# cfi_log_queue_flat

Figure 1. Metal layers overlaid (cfi_log_queue_flat).
The bar under the picture is 50 um long.
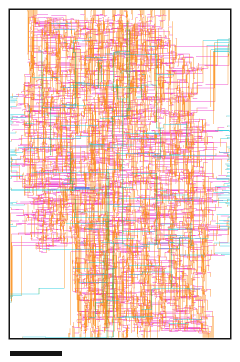

[src/rtl/cfi_log_queue_if.sv]
// CFI log queue record type and port bundle.
// The package holds the record format shared by commit, queue and checker.
// The interface groups the commit-side push port, the checker-side pop port
// and the status outputs. Modport slave is the queue; master is its environment.
package cfi_log_queue_pkg;
  typedef struct packed {
    logic [31:0] addr_pc;  // committed instruction PC
    logic [31:0] target;   // resolved control-flow target
  } cfi_log_t;
endpackage

interface cfi_log_queue_if #(
  parameter int NR_COMMIT_PORTS = 2
);
  import cfi_log_queue_pkg::*;

  cfi_log_t [NR_COMMIT_PORTS-1:0] log_i;
  logic     [NR_COMMIT_PORTS-1:0] cfi_i;
  logic                           flush_i;
  cfi_log_t                       log_o;
  logic                           valid_o;
  logic                           ready_i;
  logic                           stall_o;
  logic                           ovf_o;
  logic     [15:0]                ovf_cnt_o;

  modport slave (
    input  log_i, cfi_i, flush_i, ready_i,
    output log_o, valid_o, stall_o, ovf_o, ovf_cnt_o
  );

  modport master (
    output log_i, cfi_i, flush_i, ready_i,
    input  log_o, valid_o, stall_o, ovf_o, ovf_cnt_o
  );
endinterface

[src/rtl/cfi_log_queue.sv]
// CFI log queue: compacts up to NR_COMMIT_PORTS flagged commit records per
// cycle into a circular FIFO and hands them one per cycle to the checker.
// Free space is judged from registered occupancy only, so a same-cycle pop
// never makes room for that cycle's pushes; records that do not fit are
// dropped and accounted for.
// Optional feature: define CFI_LOG_QUEUE_OVF_CNT_EN to build the 16-bit
// saturating dropped-record counter; otherwise ovf_cnt_o is tied to 0.
module cfi_log_queue
  import cfi_log_queue_pkg::*;
#(
  parameter int NR_COMMIT_PORTS = 2,
  parameter int DEPTH           = 8
) (
  input logic           clk_i,
  input logic           rst_i,
  cfi_log_queue_if.slave bus
);
  localparam int AW = $clog2(DEPTH);
  localparam int PW = AW + 1;  // extra wrap bit distinguishes full from empty
  localparam logic [PW-1:0] DEPTH_P = PW'(DEPTH);
  localparam logic [PW-1:0] NR_P    = PW'(NR_COMMIT_PORTS);

  logic [PW-1:0] r_wr_ptr, r_rd_ptr;
  logic          r_stall;
  logic          r_ovf;
  cfi_log_t      r_mem [DEPTH];

  logic [PW-1:0] w_count, w_free;
  logic [PW-1:0] w_nflag, w_npush, w_ndrop;
  logic [PW-1:0] w_count_nxt;
  logic          w_pop;
  logic [NR_COMMIT_PORTS-1:0]         w_we;
  logic [NR_COMMIT_PORTS-1:0][AW-1:0] w_idx;

  assign w_count = r_wr_ptr - r_rd_ptr;
  assign w_free  = DEPTH_P - w_count;
  assign w_pop   = (w_count != '0) && bus.ready_i;

  // Compaction: the k-th flagged port goes to wr_ptr+k if it fits in free space
  always_comb begin
    w_nflag = '0;
    w_we    = '0;
    w_idx   = '0;
    for (int p = 0; p < NR_COMMIT_PORTS; p++) begin
      if (bus.cfi_i[p]) begin
        if (w_nflag < w_free) begin
          w_we[p]  = !bus.flush_i;
          w_idx[p] = AW'(r_wr_ptr + w_nflag);
        end
        w_nflag = w_nflag + 1'b1;
      end
    end
    w_npush     = (w_nflag < w_free) ? w_nflag : w_free;
    w_ndrop     = w_nflag - w_npush;
    w_count_nxt = w_count + w_npush - PW'(w_pop);
  end

  // Record storage; not reset, contents are only meaningful below count
  always_ff @(posedge clk_i) begin
    for (int p = 0; p < NR_COMMIT_PORTS; p++)
      if (w_we[p]) r_mem[w_idx[p]] <= bus.log_i[p];
  end

  // Pointers and registered almost-full / sticky overflow status
  always_ff @(posedge clk_i) begin
    if (rst_i) begin
      r_wr_ptr <= '0;
      r_rd_ptr <= '0;
      r_stall  <= 1'b0;
      r_ovf    <= 1'b0;
    end else if (bus.flush_i) begin
      r_wr_ptr <= '0;
      r_rd_ptr <= '0;
      r_stall  <= 1'b0;
      r_ovf    <= 1'b0;
    end else begin
      r_wr_ptr <= r_wr_ptr + w_npush;
      r_rd_ptr <= r_rd_ptr + PW'(w_pop);
      r_stall  <= (DEPTH_P - w_count_nxt) < NR_P;
      if (w_ndrop != '0) r_ovf <= 1'b1;
    end
  end

`ifdef CFI_LOG_QUEUE_OVF_CNT_EN
  logic [15:0] r_ovf_cnt;
  logic [16:0] w_cnt_sum;
  assign w_cnt_sum = {1'b0, r_ovf_cnt} + 17'(w_ndrop);

  // Saturating count of dropped records
  always_ff @(posedge clk_i) begin
    if (rst_i || bus.flush_i) r_ovf_cnt <= '0;
    else if (w_cnt_sum[16])   r_ovf_cnt <= 16'hFFFF;
    else                      r_ovf_cnt <= w_cnt_sum[15:0];
  end
  assign bus.ovf_cnt_o = r_ovf_cnt;
`else
  assign bus.ovf_cnt_o = 16'h0;
`endif

  assign bus.valid_o = (w_count != '0);
  assign bus.log_o   = r_mem[r_rd_ptr[AW-1:0]];
  assign bus.stall_o = r_stall;
  assign bus.ovf_o   = r_ovf;
endmodule

[src/flat_wrapper.sv]
// flat-port wrapper written by rule: the top's interface ports become plain ports
module cfi_log_queue_flat import cfi_log_queue_pkg::*;
#(
  parameter int NR_COMMIT_PORTS = 2,
  parameter int DEPTH           = 8
)
  (clk_i, rst_i, bus_log_i, bus_cfi_i, bus_flush_i, bus_ready_i, bus_log_o, bus_valid_o, bus_stall_o, bus_ovf_o, bus_ovf_cnt_o);
  cfi_log_queue_if #(.NR_COMMIT_PORTS(NR_COMMIT_PORTS)) bus_i ();
  input logic clk_i;
  input logic rst_i;
  input wire logic [$bits(bus_i.log_i)-1:0] bus_log_i;
  input wire logic [$bits(bus_i.cfi_i)-1:0] bus_cfi_i;
  input wire logic [$bits(bus_i.flush_i)-1:0] bus_flush_i;
  input wire logic [$bits(bus_i.ready_i)-1:0] bus_ready_i;
  output wire logic [$bits(bus_i.log_o)-1:0] bus_log_o;
  output wire logic [$bits(bus_i.valid_o)-1:0] bus_valid_o;
  output wire logic [$bits(bus_i.stall_o)-1:0] bus_stall_o;
  output wire logic [$bits(bus_i.ovf_o)-1:0] bus_ovf_o;
  output wire logic [$bits(bus_i.ovf_cnt_o)-1:0] bus_ovf_cnt_o;
  assign bus_i.log_i = bus_log_i;
  assign bus_i.cfi_i = bus_cfi_i;
  assign bus_i.flush_i = bus_flush_i;
  assign bus_i.ready_i = bus_ready_i;
  assign bus_log_o = bus_i.log_o;
  assign bus_valid_o = bus_i.valid_o;
  assign bus_stall_o = bus_i.stall_o;
  assign bus_ovf_o = bus_i.ovf_o;
  assign bus_ovf_cnt_o = bus_i.ovf_cnt_o;
  cfi_log_queue #(.NR_COMMIT_PORTS(NR_COMMIT_PORTS), .DEPTH(DEPTH)) u_core (.clk_i(clk_i), .rst_i(rst_i), .bus(bus_i));
endmodule
[config.mk]
export PLATFORM = sky130hd
export DESIGN_NAME = cfi_log_queue_flat
export DESIGN_NICKNAME = d
export VERILOG_FILES = /design/src/rtl/cfi_log_queue_if.sv /design/src/rtl/cfi_log_queue.sv /design/src/flat_wrapper.sv
export SDC_FILE = /design/constraint.sdc
export NUM_CORES = 1
export LEC_CHECK = 0
export CORE_ASPECT_RATIO = 1.5
export CORE_MARGIN = 2
export CORE_UTILIZATION = 41
export DETAILED_ROUTE_END_ITERATION = 10
export PLACE_DENSITY_LB_ADDON = 0.25
export SYNTH_ARGS = -nofsm -noshare
export SYNTH_HDL_FRONTEND = slang
export SYNTH_SLANG_ARGS = --single-unit
[constraint.sdc]
create_clock -name clk_i -period 7.6 [get_ports clk_i]
set_input_delay 1.14 -clock clk_i [delete_from_list [all_inputs] [get_ports clk_i]]
set_output_delay 1.14 -clock clk_i [all_outputs]
set_load 0.01 [all_outputs]
# spmv_row_accumulator

==> src/rtl/spmv_row_accumulator.sv <==
// Sparse matrix-vector row accumulator: collects signed partial sums per row id,
// then streams out every row in ascending order on a flush, clearing each as it leaves.
module spmv_row_accumulator #(
   parameter int IN_WIDTH  = 37,
   parameter int ID_WIDTH  = 5,
   parameter int ACC_WIDTH = 48
) (
   input  logic                 clk,
   input  logic                 rst,
   input  logic                 in_valid,
   input  logic [ID_WIDTH-1:0]  in_id,
   input  logic [IN_WIDTH-1:0]  in_val,
   output logic                 in_ready,
   input  logic                 flush_valid,
   output logic                 flush_ready,
   output logic                 out_valid,
   output logic [ID_WIDTH-1:0]  out_id,
   output logic [ACC_WIDTH-1:0] out_val,
   output logic                 out_last,
   input  logic                 out_ready,
   output logic                 busy
);
   localparam int NUM_ROWS = 2**ID_WIDTH;

   typedef enum logic {ST_ACCUM = 1'b0, ST_DRAIN = 1'b1} state_t;

   state_t                 r_state;
   logic [ID_WIDTH-1:0]    r_idx;
   logic [ACC_WIDTH-1:0]   r_acc [NUM_ROWS];

   logic [ACC_WIDTH-1:0]   w_in_ext;
   logic                   w_accum;
   logic                   w_in_fire;
   logic                   w_out_fire;
   logic                   w_last;

   // Replicating the sign bit ACC-IN+1 times keeps this legal when the widths are equal.
   assign w_in_ext   = {{(ACC_WIDTH-IN_WIDTH+1){in_val[IN_WIDTH-1]}}, in_val[IN_WIDTH-2:0]};
   assign w_accum    = (r_state == ST_ACCUM);
   assign w_in_fire  = w_accum && in_valid;
   assign w_out_fire = !w_accum && out_ready;
   assign w_last     = &r_idx;

   assign in_ready    = w_accum;
   assign flush_ready = w_accum;
   assign out_valid   = !w_accum;
   assign busy        = !w_accum;
   assign out_id      = r_idx;
   assign out_val     = r_acc[r_idx];
   assign out_last    = !w_accum && w_last;

   always_ff @(posedge clk) begin
      if (rst) begin
         r_state <= ST_ACCUM;
         r_idx   <= '0;
         for (int i = 0; i < NUM_ROWS; i++) begin
            r_acc[i] <= '0;
         end
      end else begin
         case (r_state)
            ST_ACCUM: begin
               if (w_in_fire) begin
                  r_acc[in_id] <= r_acc[in_id] + w_in_ext;
               end
               if (flush_valid) begin
                  r_state <= ST_DRAIN;
                  r_idx   <= '0;
               end
            end
            ST_DRAIN: begin
               // Clearing on the way out leaves every row zero once the drain ends.
               if (w_out_fire) begin
                  r_acc[r_idx] <= '0;
                  r_idx        <= r_idx + 1'b1;
                  if (w_last) begin
                     r_state <= ST_ACCUM;
                  end
               end
            end
            default: r_state <= ST_ACCUM;
         endcase
      end
   end
endmodule

==> config.mk <==
export PLATFORM = sky130hd
export DESIGN_NAME = spmv_row_accumulator
export DESIGN_NICKNAME = d
export VERILOG_FILES = /design/src/rtl/spmv_row_accumulator.sv
export SDC_FILE = /design/constraint.sdc
export NUM_CORES = 2
export LEC_CHECK = 0
export ABC_CLOCK_PERIOD_IN_PS = 7470
export CORE_AREA = 2 2 427 429
export CTS_CLUSTER_SIZE = 25
export DETAILED_ROUTE_END_ITERATION = 8
export DIE_AREA = 0 0 429 431
export GPL_TIMING_DRIVEN = 0
export PLACE_DENSITY = 0.71
export SLEW_MARGIN = 40
export SYNTH_ARGS = -nofsm -noshare
export SYNTH_HDL_FRONTEND = slang
export SYNTH_SLANG_ARGS = --single-unit
==> constraint.sdc <==
create_clock -name clk -period 7.47 [get_ports clk]
set_clock_uncertainty 0.2 [all_clocks]
set_input_delay 1.1205 -clock clk [delete_from_list [all_inputs] [get_ports clk]]
set_output_delay 1.1205 -clock clk [all_outputs]
set_load 0.01 [all_outputs]
# alarm_ctrl_multi

<file path="config.mk">
export PLATFORM = sky130hd
export DESIGN_NAME = alarm_ctrl_multi
export DESIGN_NICKNAME = d
export VERILOG_FILES = /design/src/rtl/alarm_ctrl_multi.sv
export SDC_FILE = /design/constraint.sdc
export NUM_CORES = 1
export LEC_CHECK = 0
export ABC_AREA = 1
export CORE_ASPECT_RATIO = 0.5
export CORE_UTILIZATION = 45
export DETAILED_ROUTE_END_ITERATION = 10
export HOLD_SLACK_MARGIN = 0.03
export PLACE_DENSITY = 0.62
export SKIP_CTS_REPAIR_TIMING = 1
export SYNTH_ARGS = -nofsm -noshare
export SYNTH_HDL_FRONTEND = slang
export SYNTH_SLANG_ARGS = --single-unit
</file>
<file path="constraint.sdc">
create_clock -name CLK -period 2.4 [get_ports CLK]
set_input_delay 0.48 -clock CLK [delete_from_list [all_inputs] [get_ports CLK]]
set_output_delay 0.48 -clock CLK [all_outputs]
set_load 0.02 [all_outputs]
</file>
<file path="src/rtl/alarm_ctrl_multi.sv">
`timescale 1ns/1ps
// Multi-slot alarm controller: F1 walks the edit modes, F2 edits the selected slot or acknowledges a ring.
// Latency: every switch edge, MIN_TICK match and SEC_TICK takes effect at the next rising CLK edge.
// Backpressure: none; switch edges and tick pulses are consumed in the cycle they arrive.
module alarm_ctrl_multi #(
  parameter int NUM_ALM  = 4,
  parameter int IDXW     = 2,
  parameter int RST_HOUR = 7,
  parameter int RST_MIN  = 0,
  parameter int RING_SEC = 60
) (
  input  logic                CLK,
  input  logic                RST,
  input  logic                SW_F1,
  input  logic                SW_F2,
  input  logic                SEC_TICK,
  input  logic                MIN_TICK,
  input  logic [4:0]          CUR_HOUR,
  input  logic [5:0]          CUR_MIN,
  output logic                ALM_SELECT,
  output logic                ALM_HOUR,
  output logic                ALM_MIN,
  output logic                ALM_ONOFF,
  output logic [IDXW-1:0]     ALM_IDX,
  output logic [4:0]          SET_HOUR,
  output logic [5:0]          SET_MIN,
  output logic [NUM_ALM-1:0]  ALM_EN,
  output logic                RING,
  output logic [IDXW-1:0]     RING_IDX
);

  typedef enum logic [2:0] {
    S_IDLE  = 3'd0,
    S_SEL   = 3'd1,
    S_HOUR  = 3'd2,
    S_MIN   = 3'd3,
    S_ONOFF = 3'd4
  } state_t;

  state_t             state_q, state_d;
  logic [3:0]         mode_q, mode_d;      // {select, hour, min, onoff}
  logic               f1_q, f2_q;
  logic [IDXW-1:0]    idx_q, idx_d;
  logic [4:0]         hour_q [NUM_ALM];
  logic [4:0]         hour_d [NUM_ALM];
  logic [5:0]         min_q  [NUM_ALM];
  logic [5:0]         min_d  [NUM_ALM];
  logic [NUM_ALM-1:0] en_q, en_d;
  logic               ring_q, ring_d;
  logic [IDXW-1:0]    ridx_q, ridx_d;
  logic [7:0]         cnt_q, cnt_d;

  logic               f1e, f2e, f2_act;
  logic               hit;
  logic [IDXW-1:0]    hit_idx;
  logic               ack, dis_ring;

  // Next-state for mode FSM, slot edits and the ring/timeout logic.
  always_comb begin
    f1e     = SW_F1 & ~f1_q;
    f2e     = SW_F2 & ~f2_q;
    // A simultaneous F1 edge wins; the F2 edge is dropped.
    f2_act  = f2e & ~f1e;

    state_d = state_q;
    idx_d   = idx_q;
    hour_d  = hour_q;
    min_d   = min_q;
    en_d    = en_q;
    ring_d  = ring_q;
    ridx_d  = ridx_q;
    cnt_d   = cnt_q;
    mode_d  = 4'b0000;
    hit     = 1'b0;
    hit_idx = '0;

    if (f1e) begin
      case (state_q)
        S_IDLE:  state_d = S_SEL;
        S_SEL:   state_d = S_HOUR;
        S_HOUR:  state_d = S_MIN;
        S_MIN:   state_d = S_ONOFF;
        default: state_d = S_IDLE;
      endcase
    end

    if (f2_act) begin
      case (state_q)
        S_SEL: begin
          if (idx_q == IDXW'(NUM_ALM - 1)) idx_d = '0;
          else                             idx_d = idx_q + 1'b1;
        end
        S_HOUR: begin
          if (hour_q[idx_q] == 5'd23) hour_d[idx_q] = 5'd0;
          else                        hour_d[idx_q] = hour_q[idx_q] + 5'd1;
        end
        S_MIN: begin
          if (min_q[idx_q] == 6'd59) min_d[idx_q] = 6'd0;
          else                       min_d[idx_q] = min_q[idx_q] + 6'd1;
        end
        S_ONOFF: en_d[idx_q] = ~en_q[idx_q];
        default: ;
      endcase
    end

    // Scan high to low so the lowest matching slot ends up selected.
    for (int k = NUM_ALM - 1; k >= 0; k--) begin
      if (en_q[k] && (hour_q[k] == CUR_HOUR) && (min_q[k] == CUR_MIN)) begin
        hit     = 1'b1;
        hit_idx = IDXW'(k);
      end
    end

    ack      = f2_act && (state_q == S_IDLE) && ring_q;
    // Turning off the slot that is ringing silences it immediately.
    dis_ring = f2_act && (state_q == S_ONOFF) && ring_q &&
               (idx_q == ridx_q) && en_q[idx_q];

    if (MIN_TICK && hit) begin
      ring_d = 1'b1;
      ridx_d = hit_idx;
      cnt_d  = 8'd0;
    end else if (ring_q) begin
      if (ack || dis_ring) begin
        ring_d = 1'b0;
        cnt_d  = 8'd0;
      end else if (SEC_TICK) begin
        if (cnt_q == 8'(RING_SEC - 1)) begin
          ring_d = 1'b0;
          cnt_d  = 8'd0;
        end else begin
          cnt_d  = cnt_q + 8'd1;
        end
      end
    end

    case (state_d)
      S_SEL:   mode_d = 4'b1000;
      S_HOUR:  mode_d = 4'b0100;
      S_MIN:   mode_d = 4'b0010;
      S_ONOFF: mode_d = 4'b0001;
      default: mode_d = 4'b0000;
    endcase
  end

  // Single state register; edge detectors reset high so a held switch is ignored.
  always_ff @(posedge CLK) begin
    if (RST) begin
      state_q <= S_IDLE;
      mode_q  <= 4'b0000;
      f1_q    <= 1'b1;
      f2_q    <= 1'b1;
      idx_q   <= '0;
      for (int k = 0; k < NUM_ALM; k++) begin
        hour_q[k] <= 5'(RST_HOUR);
        min_q[k]  <= 6'(RST_MIN);
      end
      en_q    <= '0;
      ring_q  <= 1'b0;
      ridx_q  <= '0;
      cnt_q   <= 8'd0;
    end else begin
      state_q <= state_d;
      mode_q  <= mode_d;
      f1_q    <= SW_F1;
      f2_q    <= SW_F2;
      idx_q   <= idx_d;
      hour_q  <= hour_d;
      min_q   <= min_d;
      en_q    <= en_d;
      ring_q  <= ring_d;
      ridx_q  <= ridx_d;
      cnt_q   <= cnt_d;
    end
  end

  assign ALM_SELECT = mode_q[3];
  assign ALM_HOUR   = mode_q[2];
  assign ALM_MIN    = mode_q[1];
  assign ALM_ONOFF  = mode_q[0];
  assign ALM_IDX    = idx_q;
  assign SET_HOUR   = hour_q[idx_q];
  assign SET_MIN    = min_q[idx_q];
  assign ALM_EN     = en_q;
  assign RING       = ring_q;
  assign RING_IDX   = ridx_q;

endmodule

</file>
# seq_divider_flat

**src/rtl/seq_divider_if.sv**
```systemverilog
// Request/result bundle for the sequential signed divider.
// master drives operands and start; slave returns status and results.
interface seq_divider_if #(
    parameter int unsigned N = 8
);
    logic         start;
    logic [N-1:0] dividend;
    logic [N-1:0] divisor;
    logic         busy;
    logic         done;
    logic [N-1:0] quotient;
    logic [N-1:0] remainder;
    logic         div_by_zero;

    modport master (
        output start, dividend, divisor,
        input  busy, done, quotient, remainder, div_by_zero
    );

    modport slave (
        input  start, dividend, divisor,
        output busy, done, quotient, remainder, div_by_zero
    );
endinterface

```
**src/rtl/seq_divider.sv**
```systemverilog
// Signed restoring divider: one quotient bit per clock on operand magnitudes,
// sign correction applied when the result is registered.
module seq_divider #(
    parameter int unsigned N = 8
) (
    input  logic         clk,
    input  logic         rst,
    seq_divider_if.slave bus
);
    localparam int unsigned CW = $clog2(N);

    typedef enum logic [1:0] {
        IDLE   = 2'd0,
        CALC   = 2'd1,
        FINISH = 2'd2
    } state_t;

    state_t        state;
    state_t        state_nxt;
    logic [CW-1:0] cnt;
    logic [N-1:0]  q_mag;
    logic [N-1:0]  dsr_mag;
    logic [N-1:0]  rem;
    logic          neg_q;
    logic          neg_r;
    logic          dbz;

    logic          busy_q;
    logic          done_q;
    logic [N-1:0]  quot_q;
    logic [N-1:0]  rem_q;
    logic          dbz_q;

    logic          accept_c;
    logic          last_c;
    logic          zero_dsr_c;
    logic [N-1:0]  dvd_abs_c;
    logic [N-1:0]  dsr_abs_c;
    logic [N:0]    shifted_c;
    logic [N:0]    diff_c;
    logic [N-1:0]  quot_fix_c;
    logic [N-1:0]  rem_fix_c;

    // |-2^(N-1)| wraps back to 2^(N-1), which is exact as an unsigned N-bit value
    function automatic logic [N-1:0] magnitude(input logic [N-1:0] x);
        return x[N-1] ? (~x + N'(1)) : x;
    endfunction

    assign accept_c   = (state == IDLE) && bus.start;
    assign last_c     = (cnt == CW'(N - 1));
    assign zero_dsr_c = (bus.divisor == '0);
    assign dvd_abs_c  = magnitude(bus.dividend);
    assign dsr_abs_c  = magnitude(bus.divisor);

    // Partial remainder stays below 2^N, so the N+1 bit difference sign is exact
    assign shifted_c  = {rem, q_mag[N-1]};
    assign diff_c     = shifted_c - {1'b0, dsr_mag};

    assign quot_fix_c = dbz ? '1 : (neg_q ? (~q_mag + N'(1)) : q_mag);
    assign rem_fix_c  = neg_r ? (~rem + N'(1)) : rem;

    always_ff @(posedge clk) begin
        if (rst) begin
            state <= IDLE;
        end else begin
            state <= state_nxt;
        end
    end

    always_comb begin
        state_nxt = state;
        case (state)
            IDLE:    if (accept_c) state_nxt = zero_dsr_c ? FINISH : CALC;
            CALC:    if (last_c) state_nxt = FINISH;
            FINISH:  state_nxt = IDLE;
            default: state_nxt = IDLE;
        endcase
    end

    // Operand capture, iteration and result registers
    always_ff @(posedge clk) begin
        if (rst) begin
            cnt     <= '0;
            q_mag   <= '0;
            dsr_mag <= '0;
            rem     <= '0;
            neg_q   <= 1'b0;
            neg_r   <= 1'b0;
            dbz     <= 1'b0;
            busy_q  <= 1'b0;
            done_q  <= 1'b0;
            quot_q  <= '0;
            rem_q   <= '0;
            dbz_q   <= 1'b0;
        end else begin
            busy_q <= (state_nxt != IDLE);
            done_q <= (state == FINISH);
            case (state)
                IDLE: begin
                    if (accept_c) begin
                        q_mag   <= dvd_abs_c;
                        dsr_mag <= dsr_abs_c;
                        // Divide-by-zero returns the dividend through the remainder path
                        rem     <= zero_dsr_c ? dvd_abs_c : '0;
                        neg_q   <= bus.dividend[N-1] ^ bus.divisor[N-1];
                        neg_r   <= bus.dividend[N-1];
                        dbz     <= zero_dsr_c;
                        cnt     <= '0;
                    end
                end
                CALC: begin
                    q_mag <= {q_mag[N-2:0], ~diff_c[N]};
                    rem   <= diff_c[N] ? shifted_c[N-1:0] : diff_c[N-1:0];
                    cnt   <= last_c ? '0 : cnt + CW'(1);
                end
                FINISH: begin
                    quot_q <= quot_fix_c;
                    rem_q  <= rem_fix_c;
                    dbz_q  <= dbz;
                end
                default: ;
            endcase
        end
    end

    assign bus.busy        = busy_q;
    assign bus.done        = done_q;
    assign bus.quotient    = quot_q;
    assign bus.remainder   = rem_q;
    assign bus.div_by_zero = dbz_q;
endmodule

```
**src/flat_wrapper.sv**
```systemverilog
// flat-port wrapper written by rule: the top's interface ports become plain ports
module seq_divider_flat 
#(
    parameter int unsigned N = 8
)
  (clk, rst, bus_start, bus_dividend, bus_divisor, bus_busy, bus_done, bus_quotient, bus_remainder, bus_div_by_zero);
  seq_divider_if #(.N(N)) bus_i ();
  input  logic clk;
  input  logic rst;
  input wire logic [$bits(bus_i.start)-1:0] bus_start;
  input wire logic [$bits(bus_i.dividend)-1:0] bus_dividend;
  input wire logic [$bits(bus_i.divisor)-1:0] bus_divisor;
  output wire logic [$bits(bus_i.busy)-1:0] bus_busy;
  output wire logic [$bits(bus_i.done)-1:0] bus_done;
  output wire logic [$bits(bus_i.quotient)-1:0] bus_quotient;
  output wire logic [$bits(bus_i.remainder)-1:0] bus_remainder;
  output wire logic [$bits(bus_i.div_by_zero)-1:0] bus_div_by_zero;
  assign bus_i.start = bus_start;
  assign bus_i.dividend = bus_dividend;
  assign bus_i.divisor = bus_divisor;
  assign bus_busy = bus_i.busy;
  assign bus_done = bus_i.done;
  assign bus_quotient = bus_i.quotient;
  assign bus_remainder = bus_i.remainder;
  assign bus_div_by_zero = bus_i.div_by_zero;
  seq_divider #(.N(N)) u_core (.clk(clk), .rst(rst), .bus(bus_i));
endmodule
```
**config.mk**
```make
export PLATFORM = sky130hd
export DESIGN_NAME = seq_divider_flat
export DESIGN_NICKNAME = d
export VERILOG_FILES = /design/src/rtl/seq_divider_if.sv /design/src/rtl/seq_divider.sv /design/src/flat_wrapper.sv
export SDC_FILE = /design/constraint.sdc
export NUM_CORES = 1
export LEC_CHECK = 0
export ABC_AREA = 0
export CELL_PAD_IN_SITES_DETAIL_PLACEMENT = 0
export CELL_PAD_IN_SITES_GLOBAL_PLACEMENT = 1
export CORE_MARGIN = 2
export CORE_UTILIZATION = 42
export CTS_BUF_LIST = sky130_fd_sc_hd__clkbuf_4
export CTS_CLUSTER_DIAMETER = 30
export DETAILED_ROUTE_END_ITERATION = 10
export HOLD_SLACK_MARGIN = 0.15
export MAX_ROUTING_LAYER = met4
export PLACE_DENSITY_LB_ADDON = 0.1
export SLEW_MARGIN = 30
export SYNTH_ARGS = -nofsm -noshare
export SYNTH_HDL_FRONTEND = slang
export SYNTH_SLANG_ARGS = --single-unit
```
**constraint.sdc**
```tcl
create_clock -name clk -period 3.05 [get_ports clk]
set_clock_uncertainty 0.15 [all_clocks]
set_input_delay 0.7625 -clock clk [delete_from_list [all_inputs] [get_ports clk]]
set_output_delay 0.7625 -clock clk [all_outputs]
set_load 0.01 [all_outputs]
```

==> gallery <==
Routing congestion map.
image #1
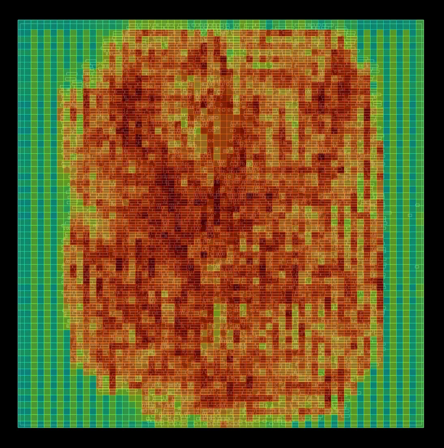
image #2
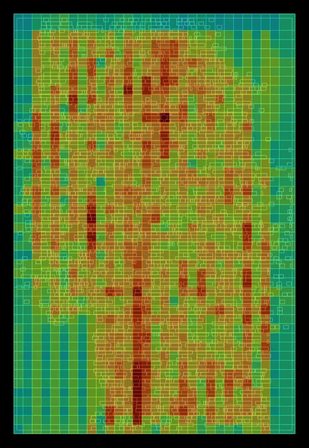
image #3
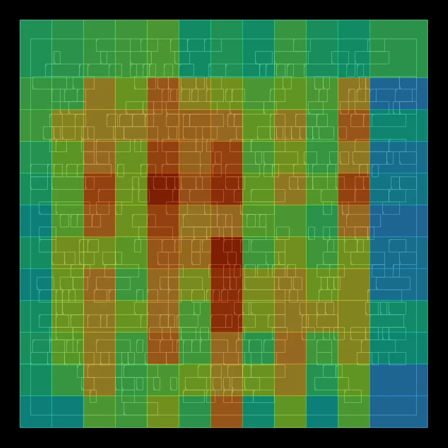
image #4
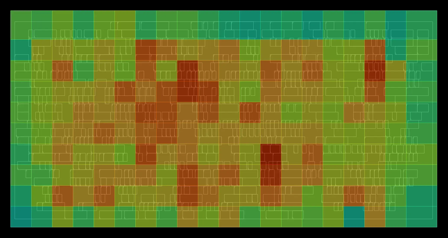
alarm_ctrl_multi -> image #4
seq_divider_flat -> image #3
cfi_log_queue_flat -> image #2
spmv_row_accumulator -> image #1
Of these, highest track usage: image #1
Of these, most wire per cell: image #1

Figure 2. Metal layers overlaid (alarm_ctrl_multi).
The bar under the picture is 50 um long.
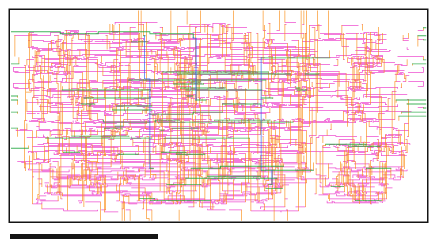
| layer | color | wire length |
|---|---|---|
| met4 | blue | 112 um |
| met3 | green | 881 um |
| met1 | magenta | 6,580 um |
| met2 | orange | 4,680 um |

==> Changelog: implementation, alarm_ctrl_multi <==
### Physical design

* Register Area at 0.00141 mm2
* Yosys Instances at 689
* WL met1 at 6580 um
* Logic pwr share at 0.066
* Sw frac at 0.231
* Detailed Place HPWL at 9240 um
* Die y size at 71.6 um
* Largest net degree at the start of global routing at 34
* Placed insts at 854
* Critical path fanouts, max at 20
* Static leakage at 2.53 nW
* Area share, top type at 0.321
* Cell Int Power at 2.14 mW
* Router iterations before antenna repair at 5
* CTS Root Buffer Type: clkbuf_16
* Cell type with the largest total area: dfxtp_1
* Met3 global-route usage at 0.0468
* Basic Gates by Area at 0.360
* CP delay by family, top: buffers and inverters
* Layout area overhead at 20.5%
* Outcome: complete, no violations
* Seq_cells at 70
* Most used routing layer: met1
* Chip area in the Yosys report at 0.00437 mm2
* Setup TNS Final at 0 ps
* DRC viols at 0
-- alarm_ctrl_multi: power by group through the flow --
stage          Combinational [mW]  Clock, mW  Sequential (mW)
2_1_floorplan               0.106          0             1.20
5_1_grt                     0.205       1.50             1.17
6_report                    0.184       1.43             1.17
3_5_place_dp                0.182          0             1.20
3_3_place_gp                0.182          0             1.20
4_1_cts                     0.183       1.44             1.17
-- alarm_ctrl_multi: worst min-delay path by stage --
stage / from / slack (ps) / to / depth (start not counted)
5_1_grt: hour_q[17] / 500 / hour_q[17] / 2
6_report: hour_q[17] / 480 / hour_q[17] / 2
2_1_floorplan: hour_q[17] / 440 / hour_q[17] / 2
3_5_place_dp: hour_q[17] / 460 / hour_q[17] / 2
4_1_cts: hour_q[17] / 480 / hour_q[17] / 2
3_3_place_gp: hour_q[17] / 450 / hour_q[17] / 2
-- alarm_ctrl_multi: flip-flops by register name, indices dropped and copies added (netlist names) --
| name | count |
|---|---|
| ALM_IDX | 2 |
| f1_q | 1 |
| cnt_q | 8 |
| RING | 1 |
| RING_IDX | 2 |
| min_q | 24 |
| state_q | 3 |
| hour_q | 20 |
| mode_q | 4 |
| ALM_EN | 4 |
| f2_q | 1 |
Figure 3. Metal layers overlaid (spmv_row_accumulator).
The bar under the picture is 100 um long.
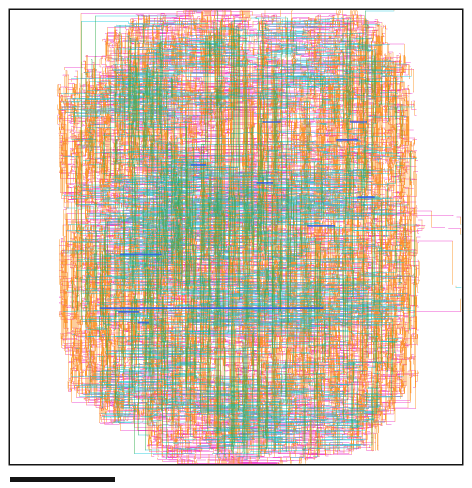
| layer | color | wire length |
|---|---|---|
| met4 | green | 27.3 mm |
| met3 | cyan | 55.2 mm |
| met2 | orange | 143 mm |
| met5 | blue | 392 um |
| met1 | magenta | 100 mm |
DR vias: 58,000
DR WL/cell: 39.6 um
Total Wirelength: 327,000 um
GRT Total Usage: 0.351

==> Changelog: implementation, spmv_row_accumulator <==
### Physical design

* Most used logic cell in the final layout: nor2_1
* MaxCap Viol Count at 0
* FILL cells at 14,575
* Top FF cell, synth: edfxtp_1
* Logic pwr share at 0.181
* Failing checks: negative setup slack
* Design Area, Final at 0.0928 mm2
* H-tree levels at 4
* Final setup fails at 150
* Final WS setup at -153 ps
* Basic Gates by Area at 0.0971
* Clk sinks at 1,547
* Static leakage at 32.6 nW
* Clock-cell share at 0.0557
* Chip area in the Yosys report at 0.0808 mm2
* Initial antenna violation count at 17
* Placer Congestion at 1.02
* Critical path fanouts, max at 10
* Pins over their slew limit at 0
* Setup CP Type: input port to flop
* Top cells by area: edfxtp_1 57%, mux4_2 27%, nor2_1 7.2%, clkbuf_1 1.9%, nand2_1 1.1%
* Post-synthesis cell type count at 65
* Number of enable flip-flop cells at 1,536
* Mux frac, synth at 0.274
* Layout area overhead at 14.8%
* CTS tree: built
* Number of inserted diodes at 18
* DIE WIDTH at 429 um
* Layout cell share with drive strength beyond 1 at 0.300
* Outcome: finished with violations
* Layout inverter count without the clock tree at 12
* Core area at 0.180 mm2
* Dominant kind of cell: registers
* Power per Cell Area at 240 mW/mm2
spmv_row_accumulator: sequential cells by signal, summed over array words and instances, names as in the netlist, named ones only:
name and count:
out_id 5, busy 1, r_acc 1536
spmv_row_accumulator: final timing paths:
kind,slack (ps),start,end,cells after the start
setup / recovery,-150,in_id[1],r_acc[18][44],20
hold / removal,500,out_ready,busy,2
setup reg to reg,1680,r_acc[31][19],r_acc[18][44],14
hold reg to reg,590,out_id[3],flop,2
spmv_row_accumulator: critical path, cell delays in order:
cell,delay (ps)
clkdlybuf4s15_2,410
buf_2,340
buf_2,350
clkbuf_2,370
buf_16,220
clkbuf_2,350
mux4_2,400
mux4_2,540
nand2_1,100
nand2_1,130
ha_1,300
clkbuf_1,420
nand2_1,240
nor4_4,460
or4b_4,670
a211oi_4,450
nor2_1,200
o221ai_2,500
buf_4,280
nor2_1,70
spmv_row_accumulator: routing by layer:
layer | routed length (um) | up-vias
met1 | 100000 | 29200
met5 | 392 | -
met2 | 143000 | 5863
met4 | 27300 | 22
li1 | - | 21599
met3 | 55200 | 1316
spmv_row_accumulator: what timing repair did:
item	in CTS	in global routing
pin swaps	0	3
endpoints found under the setup margin	1146	732
gates resized	53	36
setup buffers	0	1
Figure 4. Wiring heat map (seq_divider_flat).
The bar under the picture is 20 um long. The die is cut into 18 by 18 equal tiles; dark blue is low, red is high, scaled to the fullest tile. Values are wire area over tile area, all layers added.
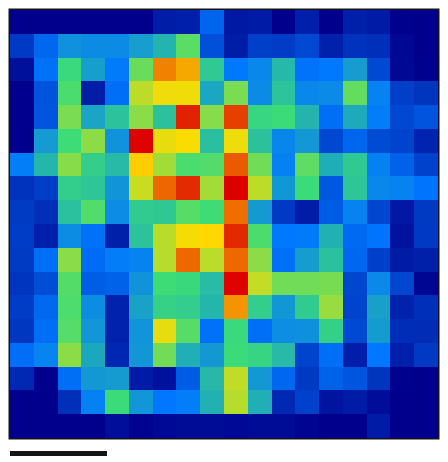
densest ninth of the die: middle
nearly empty tiles: 11%
fullest tile: 0.47
tiles over half the peak: 21%
emptiest ninth of the die: bottom right
mean over tiles: 0.14

Figure 5. Sequential cells colored by netlist name (seq_divider_flat).
The bar under the picture is 20 um long.
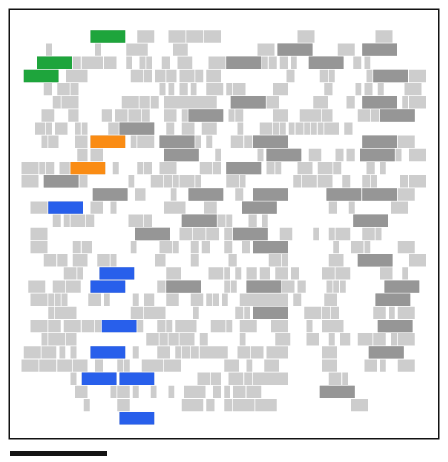
| name in the netlist | color | sequential cells |
|---|---|---|
| u_core.dsr_mag | blue | 8 |
| u_core.state | orange | 2 |
| u_core.cnt | green | 3 |
not colored: 38

==> Changelog: implementation, seq_divider_flat <==
### Physical design

* Outcome: complete, no violations
* Worst path slowest cell: fa_1
* Number of inserted diodes at 0
* Cts hold-fix bufs at 0
* RR Startpoint: u_core.q_mag[7]
* Fmax at 366 MHz
* Worst slew pin tran at 506 ps
* Detailed Place HPWL at 5410 um
* Yosys warning tally at 0
* Die ar. at 0.00782 mm2
* Final #Nets at 442
* Static leakage at 1.30 nW
* Sw Pwr at 0.567 mW
* Router iterations before antenna repair at 5
* Wire length of the first global-routing pass at 12,000 um
* RSZ-0062 raised after global routing: no
* CTS tree: built
* Cell Int Power at 1.10 mW
* Aoi share at 0.210
* Gr ovfl total at 0
* Buffer and inverter count on the worst path at 2
* DRC viols at 0
* DR top layer: met4
* Clk latency of the worst-skew pair at 390 ps
* DR WL/cell at 14.3 um
* XOR/XNOR share of the synthesized area at 0.0882
* Logic pwr share at 0.299
* Top cells by area: dfxtp_1 34%, nor2_1 6.3%, ha_1 5.9%, a21oi_1 5.3%, xnor2_1 5.3%
* Most common cell in the netlist: dfxtp_1
[seq_divider_flat: worst paths after layout]
path,end,slack [ps],cells after the start
worst min-delay path,u_core.dsr_mag[7],310,2
worst max register to register,u_core.rem[2],310,10
worst min register to register,u_core.dsr_mag[7],310,2
worst max-delay path,u_core.rem[2],310,10
[seq_divider_flat: tightest hold or removal path, stage by stage (launching register included)]
cell	delay, ps
dfxtp_1	340
nand2_1	50
a21oi_1	50
[seq_divider_flat: cell type report]
| class | count | area [um2] |
|---|---|---|
| Inverter | 19 | 71.3 |
| Clock inverter | 3 | 47.5 |
| Multi-Input combinational cell | 285 | 1790 |
| Timing Repair Buffer | 46 | 433 |
| Tap cell | 96 | 120 |
| Fill cell | 697 | 3310 |
| Clock buffer | 5 | 37.5 |
| Sequential cell | 51 | 1020 |
[seq_divider_flat: through the flow]
stage	setup slack, ps	power (mW)	std cells	hold WS [ps]	area [um2]
finish	315	1.67	505	314	3520
global route	161	1.76	505	340	3520
CTS	331	1.67	505	316	3520
detailed placement	237	1.27	497	298	3440
global placement	307	1.26	497	291	3440
floorplan	790	1.13	380	282	2990
Figure 6. Cell classes on the final placement (cfi_log_queue_flat).
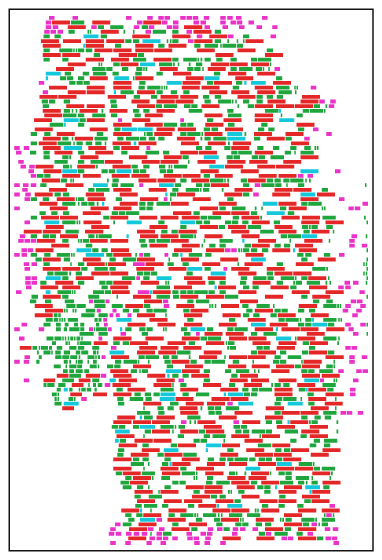
| class | color | cells |
|---|---|---|
| clock drivers and dummy loads | cyan | 92 |
| flops | red | 522 |
| other buffers and delay cells | magenta | 226 |
| all other logic | green | 965 |

About Figure 1:
| layer | color | wire length |
|---|---|---|
| met1 | magenta | 27.2 mm |
| met5 | blue | 12.9 um |
| met2 | orange | 36.0 mm |
| met4 | green | 1,380 um |
| met3 | cyan | 3,150 um |
DR WL/cell: 25.3 um
GRT Total Usage: 0.205
DR vias: 14,808
Total Wirelength: 67,800 um

==> Changelog: implementation, cfi_log_queue_flat <==
### Physical design

* Crit end category: output pin
* Final setup fails at 0
* Final #Nets at 1,923
* MaxCap Viol Count at 0
* Worst slew pin tran at 1230 ps
* H-tree levels at 2
* Hold-critical path endpoint: u_core.bus.ovf_o
* Cell Int Power at 6.70 mW
* Final Util at 0.483
* Pre-Place Util at 0.414
* Layout cell share with drive strength beyond 1 at 0.417
* Most frequent cells after synthesis: 512 x edfxtp_1, 504 x mux2_2, 203 x nand2_1, 128 x mux4_2, 48 x buf_4
* Post-CTS resize count at 0
* Design Area, Final at 0.0311 mm2
* Pre-CTS setup slack at 2370 ps
* WL met1 at 27,200 um
* CP Data Arrival Time at 4170 ps
* Top cells by area: edfxtp_1 58%, mux2_2 21%, mux4_2 11%, nand2_1 2.9%, buf_4 1.4%
* Power per Cell Area at 305 mW/mm2
* R2R depth at 9
* Outcome: complete, no violations
* Number of enable flip-flop cells at 512
* WHS Path Cells at 1
* Fmax at 188 MHz
* Top Layout Cells: 512 x edfxtp_1, 504 x mux2_2, 203 x nand2_1, 200 x clkdlybuf4s50_1, 128 x mux4_2
* Pins over their slew limit at 0
* R2r endpoint: u_core.r_mem[1][51]
* Critical path fanouts, max at 57
* Port bufs at 200
* Tcrit/Tclk final at 0.698
* Tool warnings at 27
* Chip area in the Yosys report at 0.0266 mm2
* Global-route met2 utilization at 0.375
* Buffer and inverter count on the worst path at 3
* Worst Setup SP: u_core.r_rd_ptr[1]
* Worst Hold Class: flop to flop
* Critical path endpoint: bus_log_o[59]
* Critical Path, Cell by Cell: buf_4 -> buf_4 -> mux4_2 -> nand2_1 -> nand2_1 -> clkdlybuf4s50_1
* RR Startpoint: u_core.r_rd_ptr[0]
* Final Critical Period at 5310 ps
* Top power group: sequential cells
* # rows at 114
cfi_log_queue_flat: sequential cells by signal, summed over array words and instances, names as in the netlist:
| register | count |
|---|---|
| u_core.r_wr_ptr | 4 |
| u_core.r_rd_ptr | 4 |
| u_core.bus.stall_o | 1 |
| u_core.bus.ovf_o | 1 |
| u_core.r_mem | 512 |
cfi_log_queue_flat: cells by family (layout without fill, tap and decap cells):
kind of cell / after synthesis / in the layout / share of synthesized area
AND-OR/OR-AND: 26 / 26 / 0.00663
XOR/XNOR: 14 / 14 / 0.00569
adder cells (fa/ha/maj): 23 / 23 / 0.0117
buffers and inverters: 123 / 327 / 0.0281
flip-flops: 522 / 522 / 0.585
multiplexers: 644 / 644 / 0.328
other: 1 / 21 / 0.000141
AND/OR/NAND/NOR: 232 / 232 / 0.0350
cfi_log_queue_flat: cell type report:
class	instances	area (um2)
antenna	4	10.0
multi-input combinational	956	10500
sequential	522	15600
tap	870	1090
fill	5455	33200
timing repair buffer	226	2220
clock inverter	26	282
inverter	9	33.8
clock buffer	66	1380


## Gallery

Cell classes on the final placement.
picture 1
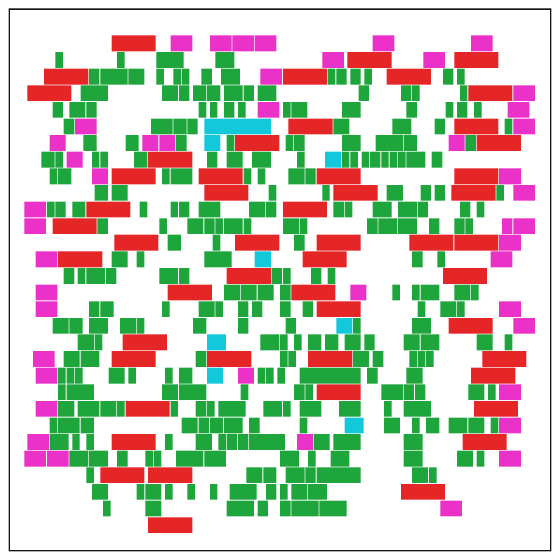
picture 2
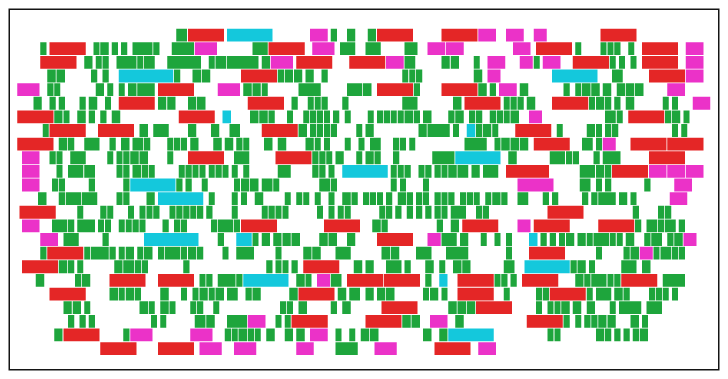
picture 3
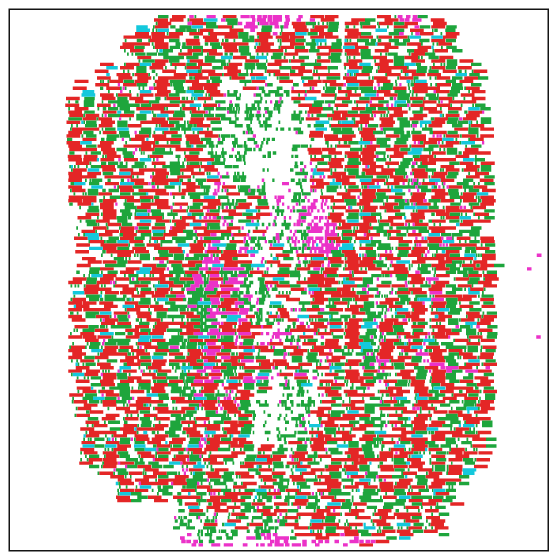
seq_divider_flat is picture 1.
alarm_ctrl_multi is picture 2.
spmv_row_accumulator is picture 3.

Power figures rest on the tool's default switching activity, not on a simulated workload.
